==================== ifid_pipe_buffer
**ifid_pipe_buffer: congestion heat map**

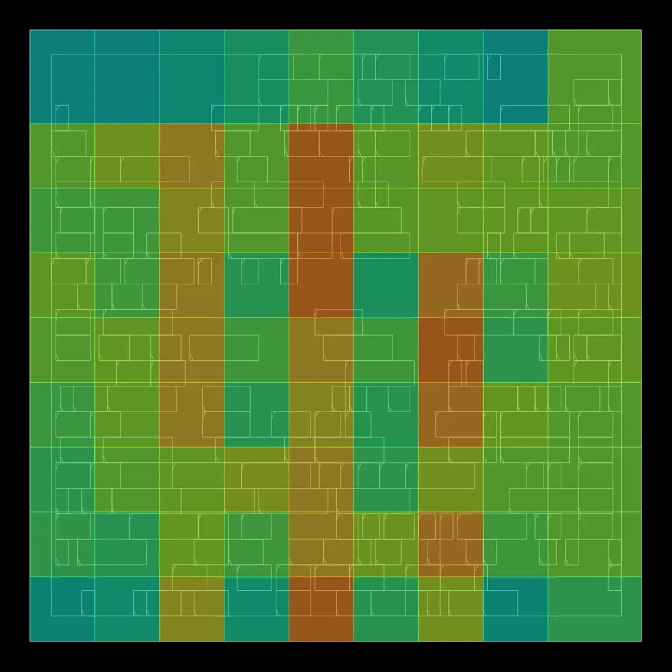

File: src/rtl/ifid_pipe_buffer.sv
// IF/ID pipeline buffer: registers the fetched instruction and its PC_Next for decode.
// It inserts NOP bubbles on imem stall or flush, and holds its contents on a decode stall.
// Latency is one cycle. Optional bubble counter is enabled by defining IFID_BUBBLE_CNT_EN.
module ifid_pipe_buffer (
  input  logic        clk,
  input  logic        rst,
  input  logic [15:0] instruction_in,
  input  logic [15:0] PC_Next_in,
  input  logic        instructionMemoryStall_in,
  input  logic        stall_in,
  input  logic        flush_in,
  output logic [15:0] instruction_out,
  output logic [15:0] PC_Next_out,
  output logic        valid_out,
  output logic [15:0] bubbleCount
);

  localparam logic [15:0] NOP_WORD = 16'h0800;

  typedef enum logic [1:0] {
    RUN   = 2'd0,
    HOLD  = 2'd1,
    DRAIN = 2'd2
  } state_t;

  state_t      state_q, state_d;
  logic [15:0] instr_q, instr_d;
  logic [15:0] pc_q, pc_d;
  logic        valid_q, valid_d;

  // Next-state and output selection; priority is flush > stall > drain/imem stall > load.
  always_comb begin
    state_d = state_q;
    instr_d = instr_q;
    pc_d    = pc_q;
    valid_d = valid_q;
    if (flush_in) begin
      // Squash: the word fetched alongside the flush is on the wrong path too.
      state_d = DRAIN;
      instr_d = NOP_WORD;
      pc_d    = PC_Next_in;
      valid_d = 1'b0;
    end else if (stall_in) begin
      // Hold everything; DRAIN keeps its pending squash across the stall.
      state_d = (state_q == DRAIN) ? DRAIN : HOLD;
    end else if (state_q == DRAIN || instructionMemoryStall_in) begin
      state_d = RUN;
      instr_d = NOP_WORD;
      pc_d    = PC_Next_in;
      valid_d = 1'b0;
    end else begin
      state_d = RUN;
      instr_d = instruction_in;
      pc_d    = PC_Next_in;
      valid_d = 1'b1;
    end
  end

  // Pipeline register with synchronous reset overriding every other input.
  always_ff @(posedge clk) begin
    if (rst) begin
      state_q <= RUN;
      instr_q <= NOP_WORD;
      pc_q    <= 16'h0000;
      valid_q <= 1'b0;
    end else begin
      state_q <= state_d;
      instr_q <= instr_d;
      pc_q    <= pc_d;
      valid_q <= valid_d;
    end
  end

  assign instruction_out = instr_q;
  assign PC_Next_out     = pc_q;
  assign valid_out       = valid_q;

`ifdef IFID_BUBBLE_CNT_EN
  logic        bubble_edge;
  logic [15:0] bubble_cnt_q, bubble_cnt_d;

  // Count every edge that loads a bubble, saturating at all-ones.
  always_comb begin
    bubble_edge  = flush_in |
                   (~stall_in & ((state_q == DRAIN) | instructionMemoryStall_in));
    bubble_cnt_d = bubble_cnt_q;
    if (bubble_edge && bubble_cnt_q != 16'hFFFF) begin
      bubble_cnt_d = bubble_cnt_q + 16'd1;
    end
  end

  // Bubble counter register, cleared by reset.
  always_ff @(posedge clk) begin
    if (rst) begin
      bubble_cnt_q <= 16'h0000;
    end else begin
      bubble_cnt_q <= bubble_cnt_d;
    end
  end

  assign bubbleCount = bubble_cnt_q;
`else
  assign bubbleCount = 16'h0000;
`endif

endmodule

File: config.mk
export PLATFORM = sky130hd
export DESIGN_NAME = ifid_pipe_buffer
export DESIGN_NICKNAME = d
export VERILOG_FILES = /design/src/rtl/ifid_pipe_buffer.sv
export SDC_FILE = /design/constraint.sdc
export NUM_CORES = 1
export LEC_CHECK = 0
export CAP_MARGIN = 10
export CORE_MARGIN = 2
export CORE_UTILIZATION = 35
export DETAILED_ROUTE_END_ITERATION = 10
export PLACE_DENSITY = 0.8
export SYNTH_ARGS = -nofsm -noshare
export SYNTH_HDL_FRONTEND = slang
export SYNTH_SLANG_ARGS = --single-unit
File: constraint.sdc
create_clock -name clk -period 1.6 [get_ports clk]
set_input_delay 0.16 -clock clk [delete_from_list [all_inputs] [get_ports clk]]
set_output_delay 0.16 -clock clk [all_outputs]
set_load 0.02 [all_outputs]
==================== muldiv_unit
--- src/rtl/core_pkg.sv ---
// Shared core definitions: ALU / M-extension opcode numbers and the
// multiply/divide FSM state encoding, used by decoder, ALU and muldiv_unit.
package core_pkg;

  localparam logic [5:0] OP_ADD    = 6'd5;
  localparam logic [5:0] OP_SUB    = 6'd6;
  localparam logic [5:0] OP_SLL    = 6'd7;
  localparam logic [5:0] OP_SLT    = 6'd8;
  localparam logic [5:0] OP_SLTU   = 6'd9;
  localparam logic [5:0] OP_XOR    = 6'd10;
  localparam logic [5:0] OP_SRL    = 6'd11;
  localparam logic [5:0] OP_SRA    = 6'd12;
  localparam logic [5:0] OP_OR     = 6'd13;
  localparam logic [5:0] OP_AND    = 6'd14;
  localparam logic [5:0] OP_LUI    = 6'd15;
  localparam logic [5:0] OP_AUIPC  = 6'd16;
  localparam logic [5:0] OP_JAL    = 6'd17;
  localparam logic [5:0] OP_JALR   = 6'd18;
  localparam logic [5:0] OP_BEQ    = 6'd19;
  localparam logic [5:0] OP_BNE    = 6'd20;
  localparam logic [5:0] OP_BLT    = 6'd21;
  localparam logic [5:0] OP_BGE    = 6'd22;
  localparam logic [5:0] OP_BLTU   = 6'd23;
  localparam logic [5:0] OP_BGEU   = 6'd24;
  localparam logic [5:0] OP_LOAD   = 6'd25;
  localparam logic [5:0] OP_STORE  = 6'd26;
  localparam logic [5:0] OP_FENCE  = 6'd27;
  localparam logic [5:0] OP_MUL    = 6'd28;
  localparam logic [5:0] OP_MULH   = 6'd29;
  localparam logic [5:0] OP_MULHSU = 6'd30;
  localparam logic [5:0] OP_MULHU  = 6'd31;
  localparam logic [5:0] OP_DIV    = 6'd32;
  localparam logic [5:0] OP_DIVU   = 6'd33;
  localparam logic [5:0] OP_REM    = 6'd34;
  localparam logic [5:0] OP_REMU   = 6'd35;

  localparam int MD_ITERS = 32;

  typedef enum logic [1:0] {
    ST_IDLE = 2'd0,
    ST_CALC = 2'd1,
    ST_DONE = 2'd2
  } md_state_t;

  function automatic logic is_muldiv(input logic [5:0] op);
    return (op >= OP_MUL) && (op <= OP_REMU);
  endfunction

  function automatic logic is_div(input logic [5:0] op);
    return (op >= OP_DIV) && (op <= OP_REMU);
  endfunction

  function automatic logic a_signed(input logic [5:0] op);
    return (op == OP_MULH) || (op == OP_MULHSU) || (op == OP_DIV) || (op == OP_REM);
  endfunction

  function automatic logic b_signed(input logic [5:0] op);
    return (op == OP_MULH) || (op == OP_DIV) || (op == OP_REM);
  endfunction

endpackage

--- src/rtl/muldiv_unit.sv ---
// Iterative M-extension unit: radix-2 shift-add multiply and restoring divide
// on operand magnitudes, sharing one 64-bit accumulator; fixed 33-cycle latency.
module muldiv_unit
  import core_pkg::*;
(
  input  logic        clk,
  input  logic        rst_n,
  input  logic        start,
  input  logic [5:0]  opcode,
  input  logic [31:0] a,
  input  logic [31:0] b,
  output logic        busy,
  output logic        done,
  output logic [31:0] result
);

  md_state_t   state, state_nxt;
  logic [5:0]  op_q;
  logic [31:0] a_q, b_q, mag_q;
  logic [63:0] acc, acc_nxt;
  logic [4:0]  cnt;
  logic [31:0] res_nxt;

  logic        accept, last;
  logic        sa_in, sb_in, sa, sb;
  logic [31:0] amag_in, bmag_in;

  assign accept = (state == ST_IDLE) && start && is_muldiv(opcode);
  assign last   = (state == ST_CALC) && (cnt == 5'(MD_ITERS - 1));
  assign busy   = (state != ST_IDLE);
  assign done   = (state == ST_DONE);

  assign sa_in   = a[31] & a_signed(opcode);
  assign sb_in   = b[31] & b_signed(opcode);
  assign amag_in = sa_in ? -a : a;
  assign bmag_in = sb_in ? -b : b;
  assign sa      = a_q[31] & a_signed(op_q);
  assign sb      = b_q[31] & b_signed(op_q);

  always_ff @(posedge clk or negedge rst_n) begin
    if (!rst_n) state <= ST_IDLE;
    else        state <= state_nxt;
  end

  always_comb begin
    state_nxt = state;
    case (state)
      ST_IDLE: if (accept) state_nxt = ST_CALC;
      ST_CALC: if (last)   state_nxt = ST_DONE;
      ST_DONE:             state_nxt = ST_IDLE;
      default:             state_nxt = ST_IDLE;
    endcase
  end

  // One iteration: multiply adds the multiplicand into the top half and
  // shifts right; divide shifts left and subtracts using a 33-bit partial
  // remainder so unsigned divisors above 2^31 still work.
  logic [32:0] msum;
  logic [33:0] ddiff;
  always_comb begin
    msum    = {1'b0, acc[63:32]} + (acc[0] ? {1'b0, mag_q} : 33'd0);
    ddiff   = {1'b0, acc[63:31]} - {2'b00, mag_q};
    acc_nxt = acc;
    if (is_div(op_q))
      acc_nxt = ddiff[33] ? {acc[62:0], 1'b0} : {ddiff[31:0], acc[30:0], 1'b1};
    else
      acc_nxt = {msum, acc[31:1]};
  end

  logic [63:0] prod;
  logic [31:0] quo, rem;
  always_comb begin
    prod    = (sa ^ sb) ? -acc_nxt : acc_nxt;
    quo     = (sa ^ sb) ? -acc_nxt[31:0] : acc_nxt[31:0];
    rem     = sa ? -acc_nxt[63:32] : acc_nxt[63:32];
    res_nxt = prod[31:0];
    case (op_q)
      OP_MUL:                      res_nxt = prod[31:0];
      OP_MULH, OP_MULHSU, OP_MULHU: res_nxt = prod[63:32];
      OP_DIV, OP_DIVU:             res_nxt = (b_q == 32'd0) ? 32'hFFFF_FFFF : quo;
      OP_REM, OP_REMU:             res_nxt = (b_q == 32'd0) ? a_q : rem;
      default:                     res_nxt = prod[31:0];
    endcase
  end

  always_ff @(posedge clk or negedge rst_n) begin
    if (!rst_n) begin
      op_q   <= '0;
      a_q    <= '0;
      b_q    <= '0;
      mag_q  <= '0;
      acc    <= '0;
      cnt    <= '0;
      result <= '0;
    end else if (accept) begin
      op_q  <= opcode;
      a_q   <= a;
      b_q   <= b;
      cnt   <= '0;
      mag_q <= is_div(opcode) ? bmag_in : amag_in;
      acc   <= {32'd0, is_div(opcode) ? amag_in : bmag_in};
    end else if (state == ST_CALC) begin
      acc <= acc_nxt;
      cnt <= cnt + 5'd1;
      if (last) result <= res_nxt;
    end
  end

endmodule

--- config.mk ---
export PLATFORM = sky130hd
export DESIGN_NAME = muldiv_unit
export DESIGN_NICKNAME = d
export VERILOG_FILES = /design/src/rtl/core_pkg.sv /design/src/rtl/muldiv_unit.sv
export SDC_FILE = /design/constraint.sdc
export NUM_CORES = 1
export LEC_CHECK = 0
export CAP_MARGIN = 0
export CORE_ASPECT_RATIO = 1.5
export CORE_MARGIN = 1
export CORE_UTILIZATION = 40
export DETAILED_ROUTE_END_ITERATION = 10
export PLACE_DENSITY_LB_ADDON = 0.1
export SETUP_SLACK_MARGIN = 0.5
export SLEW_MARGIN = 20
export SYNTH_ARGS = -nofsm -noshare
export SYNTH_HDL_FRONTEND = slang
export SYNTH_SLANG_ARGS = --single-unit
--- constraint.sdc ---
create_clock -name clk -period 6 [get_ports clk]
set_input_delay 0.9 -clock clk [delete_from_list [all_inputs] [get_ports clk]]
set_output_delay 0.9 -clock clk [all_outputs]
set_load 0.005 [all_outputs]

==> notes/layouts.md <==
Pictures saved along the way, in no particular order.

Placement density heat map.
panel A
(4 px per µm) The die is cut into 7 by 7 equal tiles; white is low, dark blue is high, 0 to 100% covered.
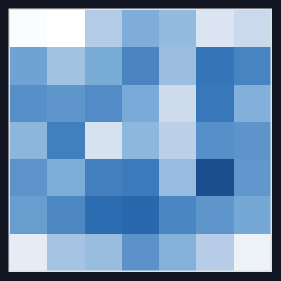
panel B
(1 px per µm) The die is cut into 18 by 26 equal tiles; white is low, dark blue is high, 0 to 100% covered.
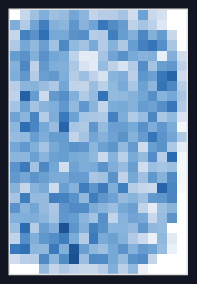
- highest utilization: panel A
- largest die: panel B
muldiv_unit: panel B
ifid_pipe_buffer: panel A

Key to panel A:
nearly empty tiles: 2.0%
fullest tile: 88%
tiles over 75% full: 6.1%

**ifid_pipe_buffer: routed metal, one colour a layer**

(10 px per µm) Two of the layers only.
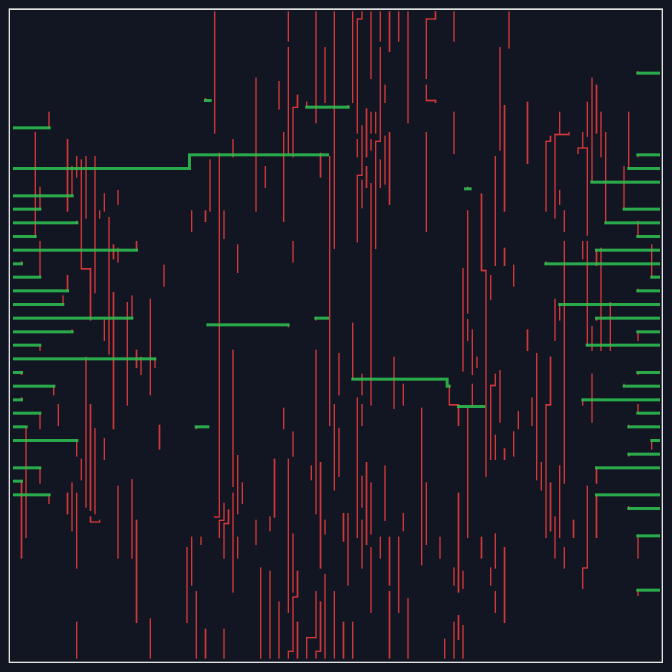
legend:
  green:
    layer: met3
    wire_length: 273 µm
  red:
    layer: met2
    wire_length: 1360 µm

**ifid_pipe_buffer: power grid**

(8 px per µm) Pins as bars on the die edge.
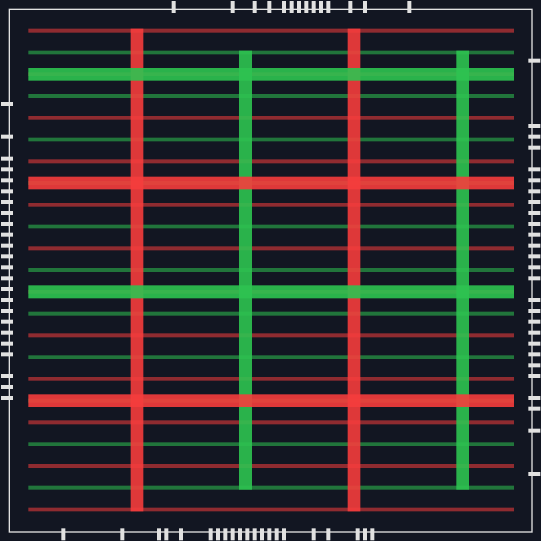
legend:
  green:
    net: VDD
  red:
    net: VSS
met5 straps: 4
met1 rails: 23
met4 straps: 4

About 'congestion heat map' of ifid_pipe_buffer:
GRT busiest layer: met2
met3 GRT Util: 5.14%
post-DR wirelength/cell: 11.1 µm

==> results.ini, ifid_pipe_buffer <==
[yosys]
ys_sh_adder_pct=0
syn_inst=138
yosys.area_share.simple_pct=15.6
ys_sh_xor_pct=0
ys_types=19
synth_warnings=0
yosysTopAreaCellShare_pct=53.5

[power]
sequentialPower_mw=0.924

[sta]
setup_tns_ns=0
rsz0062_at_grt=no

[detailed_routing]
drtAntennaViolNets=0
drc=0
wl_met2_um=1360
via_per_inst=4.38

[status]
status=finished, final reports clean

[cells_and_area]
nNonClkBuffers=74
comb_area_share_pct=23.4
utilization_pct=57.7
combGateArea_um2=490
clock_area_share_pct=4.78
antennaDiodeCount=0

[critical_path]
slowest_delay_ns=0.62
crit_chain=clkdlybuf4s50_1

[placed_design]
hpwl_um=2060

[min_path]
hp-class=in -> reg

[grt]
track_usage_pct=14.7

## ifid_pipe_buffer: stage by stage
stage / area (µm²) / power, mW / hold WS [ns]
after global routing: 2100 / 2.01 / 0.437
after detailed placement: 2000 / 1.26 / 0.446
after CTS: 2100 / 1.95 / 0.415
final: 2100 / 1.92 / 0.420
after floorplan: 1370 / 1.12 / 0.277
after global placement: 2000 / 1.26 / 0.438
## ifid_pipe_buffer: Yosys cell counts
cell type / n
or2_4: 1
clkbuf_2: 1
clkbuf_1: 1
buf_4: 18
a22o_1: 15
buf_2: 3
nor2_4: 1
conb_1: 1
nor2_1: 1
inv_1: 1
a21oi_1: 19
nor4_4: 1
nand2_1: 33
dfxtp_1: 35
nor3_1: 2
buf_6: 1
or3_1: 1
nor2b_1: 2
nand2b_1: 1
## ifid_pipe_buffer: path summary, 6_finish.rpt
kind                       startpoint                   to  slack [ns]
setup / recovery  instruction_out[15]  instruction_out[15]        0.21
hold / removal     instruction_in[11]  instruction_out[11]        0.42
setup reg to reg           state_q[1]   instruction_out[0]        0.43
hold reg to reg       PC_Next_out[11]      PC_Next_out[11]        0.45
**muldiv_unit: signal wires on met4**

(1.5 px per µm)
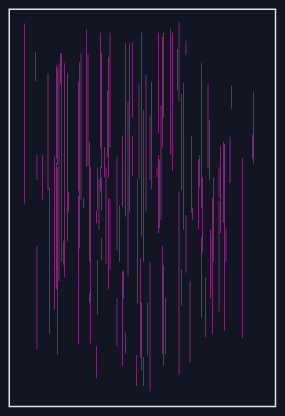
share of all routed wire: 8.7%
wire length on this layer: 6940 µm
nets with wire on the layer: 96

**muldiv_unit: power grid**

(2 px per µm) Pins as bars on the die edge.
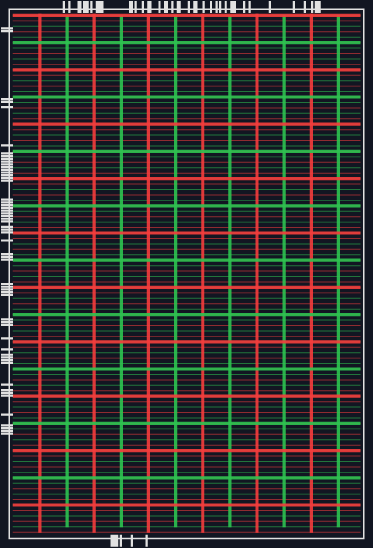
legend:
  red:
    net: VSS
  green:
    net: VDD
signal pins: 107
met4 straps: 12
met5 straps: 19

==> results.ini, muldiv_unit <==
[critical_path]
start_kind=register
worst-path-buf-inv=1
cp_max_fo=13
r2r_setup_slack_ns=0.69

[sta]
fmax_mhz=188
min_period_ns=5.31
rsz0062_at_grt=no

[placed_design]
placed_area_mm2=0.0202
io_buffers=106
hpwl_um=63100

[status]
status=finished, final reports clean

[yosys]
floorplan.nets=2553
enable_flop_cells=0
yosys-top-cells-count=nand2_1 (459), dfrtp_1 (205), a21oi_1 (179), o21ai_0 (179), nor2_1 (164)
ff_type=dfrtp_1
yosysCellCount=2408
yosys_area_mm2=0.0183

[cts]
cts_sinks=205
postCtsSetupRepairBufs=0

[flow_run]
maxCapViolCount=0

[cells_and_area]
synthToLayoutAreaGrowth_pct=15.4
fill_cells=4636
layout_top_cell=nand2_1

[die]
dieHeight_um=264
fp_util_pct=40.7

[grt]
antenna_found_initial=4

[detailed_routing]
wl_per_cell_um=26.1

-- muldiv_unit: path summary, 6_finish.rpt --
| check | endpoint |
|---|---|
| max | result[11] |
| min | a_q[23] |
| min reg2reg | b_q[9] |
| min in group clk | b_q[9] |
| max reg2reg | result[11] |
| max in group asynchronous | acc[33] |
-- muldiv_unit: area by class of cell --
cell class              count  area (µm²)  share of cell area, %
inverters                  57         214                   1.01
clock inverters            10         106                  0.504
clock buffers              32         682                   3.23
well taps                 582         728                   3.45
flip-flops and latches    205        5130                   24.3
multi-input cells        1991       12400                   58.9
repair buffers            200        1810                   8.58
-- muldiv_unit: what timing repair did --
action | in CTS | in global routing
setup endpoints to repair | 1 | 15
resized | 1 | 10
pin swaps | 0 | 3
-- muldiv_unit: power by group --
group	switching (mW)	internal (mW)	total [mW]
Clock	0.667	0.881	1.55
Sequential	0.668	2.02	2.69
Combinational	6.45	3.72	10.2
Total	7.78	6.63	14.4
-- muldiv_unit: metal layers --
metal / part of all wire, % / routed length, µm / track usage, %
met5: 0 / 0 / 0
met4: 8.7 / 6940 / 25.4
met3: 4.5 / 3600 / 3.30
met2: 50 / 39900 / 60.6
met1: 37 / 29800 / 38.3

==================== tdm_scan_ctrl
**src/rtl/tdm_scan_pkg.sv**
```systemverilog
// Shared state encoding and sizing for the TDM scan controller and its settle timer.
package tdm_scan_pkg;

  typedef enum logic [1:0] {
    IDLE,
    SETTLE,
    OUTPUT
  } state_e;

  localparam int NUM_CH   = 4;
  localparam int CH_W     = 2;
  localparam int SETTLE_W = 4;

endpackage

```
**src/rtl/tdm_scan_ctrl_settle_timer.sv**
```systemverilog
// Per-channel settle counter: counts up while enabled, clears on request,
// and flags done when the count equals the programmed limit.
module tdm_scan_ctrl_settle_timer
  import tdm_scan_pkg::*;
(
  input  logic                clk,
  input  logic                rst_n,
  input  logic                i_clr,
  input  logic                i_en,
  input  logic [SETTLE_W-1:0] i_limit,
  output logic                o_done
);

  logic [SETTLE_W-1:0] r_cnt;

  always_ff @(posedge clk or negedge rst_n) begin
    if (!rst_n) begin
      r_cnt <= '0;
    end else if (i_clr) begin
      r_cnt <= '0;
    end else if (i_en) begin
      r_cnt <= r_cnt + 1'b1;
    end
  end

  assign o_done = (r_cnt == i_limit);

endmodule

```
**src/rtl/tdm_scan_ctrl.sv**
```systemverilog
// Time-division scan controller: steps an external 4:1 mux through its channels,
// samples each after a settle time and offers the 4-bit frame over valid/ready.
module tdm_scan_ctrl
  import tdm_scan_pkg::*;
#(
  parameter int SETTLE_CYCLES = 1,
  parameter int CNT_W         = 8
) (
  input  logic             clk,
  input  logic             rst_n,
  input  logic             run,
  input  logic             mux_f,
  output logic             sel_s0,
  output logic             sel_s1,
  output logic [3:0]       frame_data,
  output logic             frame_valid,
  input  logic             frame_ready,
  output logic             busy,
  output logic [CNT_W-1:0] frame_cnt
);

  localparam logic [SETTLE_W-1:0] LIMIT   = SETTLE_W'(SETTLE_CYCLES);
  localparam logic [CH_W-1:0]     LAST_CH = CH_W'(NUM_CH - 1);

  state_e              r_state;
  logic [CH_W-1:0]     r_ch;
  logic [NUM_CH-1:0]   r_shadow;
  logic [NUM_CH-1:0]   r_frame_data;
  logic                r_frame_valid;
  logic                r_busy;
  logic [CNT_W-1:0]    r_frame_cnt;
  logic [NUM_CH-1:0]   w_shadow_next;
  logic                w_done;
  logic                w_in_settle;
  logic                w_accept;

  assign w_in_settle = (r_state == SETTLE);
  assign w_accept    = r_frame_valid & frame_ready;

  // Timer is held at zero outside SETTLE so every channel starts from a fresh count.
  tdm_scan_ctrl_settle_timer u_settle_timer (
    .clk     (clk),
    .rst_n   (rst_n),
    .i_clr   (!w_in_settle || w_done),
    .i_en    (w_in_settle),
    .i_limit (LIMIT),
    .o_done  (w_done)
  );

  // Shadow including the current sample, so the last channel lands in the frame directly.
  always_comb begin
    w_shadow_next       = r_shadow;
    w_shadow_next[r_ch] = mux_f;
  end

  always_ff @(posedge clk or negedge rst_n) begin
    if (!rst_n) begin
      r_state       <= IDLE;
      r_ch          <= '0;
      r_shadow      <= '0;
      r_frame_data  <= '0;
      r_frame_valid <= 1'b0;
      r_busy        <= 1'b0;
      r_frame_cnt   <= '0;
    end else begin
      case (r_state)
        IDLE: begin
          if (run) begin
            r_state <= SETTLE;
            r_ch    <= '0;
            r_busy  <= 1'b1;
          end
        end
        SETTLE: begin
          if (w_done) begin
            r_shadow <= w_shadow_next;
            if (r_ch == LAST_CH) begin
              r_state       <= OUTPUT;
              r_frame_data  <= w_shadow_next;
              r_frame_valid <= 1'b1;
            end else begin
              r_ch <= r_ch + 1'b1;
            end
          end
        end
        OUTPUT: begin
          if (w_accept) begin
            r_frame_valid <= 1'b0;
            r_frame_cnt   <= r_frame_cnt + 1'b1;
            r_ch          <= '0;
            if (run) begin
              r_state <= SETTLE;
            end else begin
              r_state <= IDLE;
              r_busy  <= 1'b0;
            end
          end
        end
        default: begin
          r_state       <= IDLE;
          r_ch          <= '0;
          r_frame_valid <= 1'b0;
          r_busy        <= 1'b0;
        end
      endcase
    end
  end

  assign sel_s0      = r_ch[0];
  assign sel_s1      = r_ch[1];
  assign frame_data  = r_frame_data;
  assign frame_valid = r_frame_valid;
  assign busy        = r_busy;
  assign frame_cnt   = r_frame_cnt;

endmodule

```
**config.mk**
```make
export PLATFORM = sky130hd
export DESIGN_NAME = tdm_scan_ctrl
export DESIGN_NICKNAME = d
export VERILOG_FILES = /design/src/rtl/tdm_scan_pkg.sv /design/src/rtl/tdm_scan_ctrl_settle_timer.sv /design/src/rtl/tdm_scan_ctrl.sv
export SDC_FILE = /design/constraint.sdc
export NUM_CORES = 1
export LEC_CHECK = 0
export ABC_AREA = 1
export CORE_MARGIN = 5
export CORE_UTILIZATION = 57
export DETAILED_ROUTE_END_ITERATION = 7
export HOLD_SLACK_MARGIN = 0.06
export PLACE_DENSITY = 0.8
export SETUP_SLACK_MARGIN = 0.05
export SLEW_MARGIN = 20
export SYNTH_ARGS = -nofsm -noshare
export SYNTH_HDL_FRONTEND = slang
export SYNTH_HIERARCHICAL = 1
export SYNTH_SLANG_ARGS = --single-unit
```
**constraint.sdc**
```tcl
create_clock -name clk -period 2.5 [get_ports clk]
set_input_delay 0.375 -clock clk [delete_from_list [all_inputs] [get_ports clk]]
set_output_delay 0.375 -clock clk [all_outputs]
set_load 0.05 [all_outputs]
```
**tdm_scan_ctrl: routed metal, one colour a layer**

(10 px per µm) Two of the layers only.
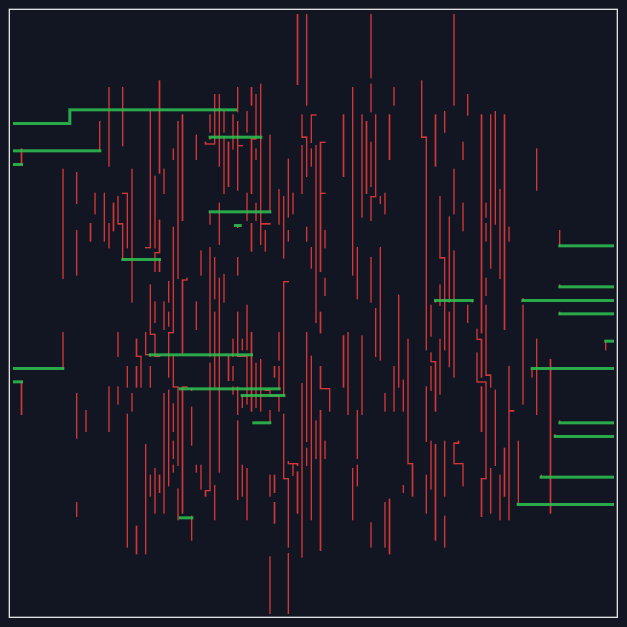
legend:
  green:
    layer: met3
    wire_length: 145 µm
  red:
    layer: met2
    wire_length: 1310 µm

==> results.ini <==
[critical_path]
path_depth=1
crit_arrival_ns=1.67
r2r_setup_slack_ns=0.83
end_kind=output port
start_kind=register

[yosys]
yosysCellCount=183
ys_sh_adder_pct=5.99
ys_sh_xor_pct=5.82
yosys.area_share.simple_pct=28.2
yosysSeqAreaShare_pct=44.5

[status]
status=finished, final reports clean

[sta]
min_period_ns=2.05
finalClockPeriodUsage_pct=81.9
rsz0062_at_grt=no
tightestPinTransition_ns=0.499

[cells_and_area]
drive_above_1_share_pct=9.57
logic_gates=132
flop-count=26
dominant_cells=multi-input combinational cells
nNonClkBuffers=21

[grt]
globalRoute.busiestLayer=met2
grt_start_max_net_pins=27
met2_usage_pct=31.8

[cts]
cts_sinks=26
postCtsSetupRepairBufs=0
holdBufCountCts=0
root_buffer=clkbuf_4

[flow_run]
maxCapViolCount=0

[detailed_routing]
dr_wl_met3_um=144

power by group:
| part | internal [mW] | total, mW | switching [mW] |
|---|---|---|---|
| combinational | 0.282 | 0.848 | 0.566 |
| sequential | 0.540 | 0.648 | 0.108 |
| clock | 0.162 | 0.294 | 0.131 |
| total | 0.984 | 1.79 | 0.805 |
stage by stage:
stage | power (mW) | hold WS [ns] | instance area, µm²
floorplan | 1.27 | 0.0794 | 1470
global placement | 1.49 | 0.457 | 1700
detailed placement | 1.51 | 0.465 | 1700
CTS | 1.80 | 0.411 | 1760
global route | 1.94 | 0.416 | 1760
finish | 1.79 | 0.394 | 1760
cells in the final DEF, fill, tap and decap left out, types with 7 or more instances in the layout:
| master | n |
|---|---|
| inv_1 | 24 |
| nand3_1 | 7 |
| dfrtp_1 | 26 |
| clkdlybuf4s50_1 | 20 |
| ha_1 | 7 |
| o21ai_0 | 18 |
| nor2_1 | 13 |
| nand2_1 | 57 |
state kept, by name (all words and copies together), names as in the netlist:
name	count
frame_cnt	8
frame_data	4
r_shadow	4
u_settle_timer/r_cnt	4
r_ch	2
r_state	2
busy	1
frame_valid	1


==> gallery <==
Clock network drawn from the DEF.
picture 1
(10 px per µm)
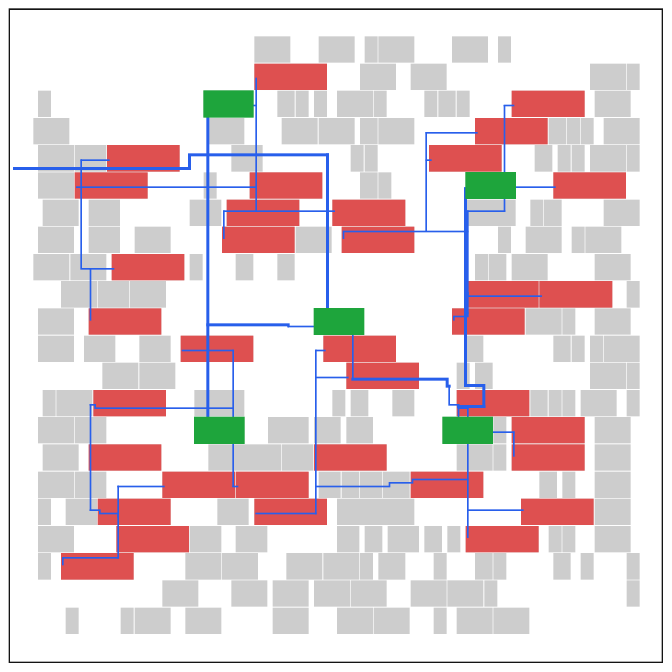
picture 2
(10 px per µm)
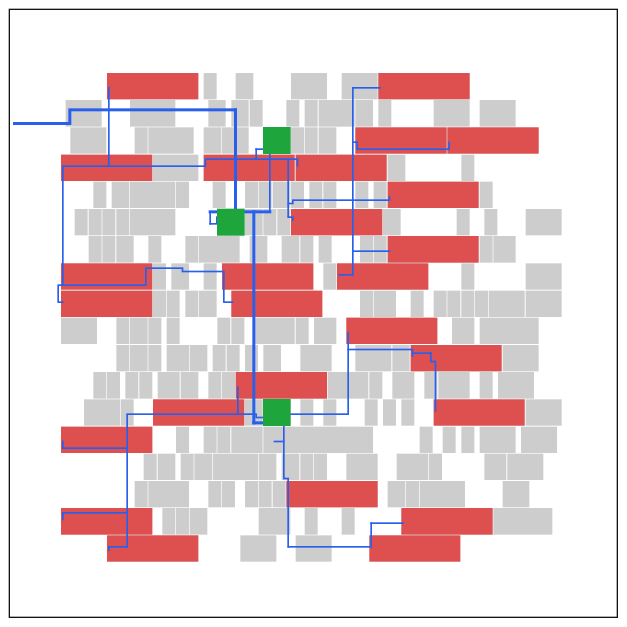
picture 3
(2 px per µm)
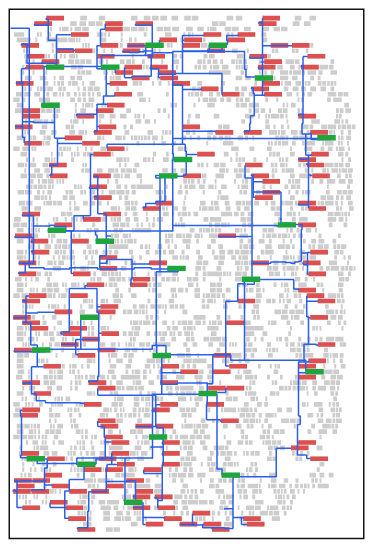
For tdm_scan_ctrl, see picture 2.
For muldiv_unit, see picture 3.
For ifid_pipe_buffer, see picture 1.
The one with the smallest die is picture 2.

Power and IR drop assume default switching activity.
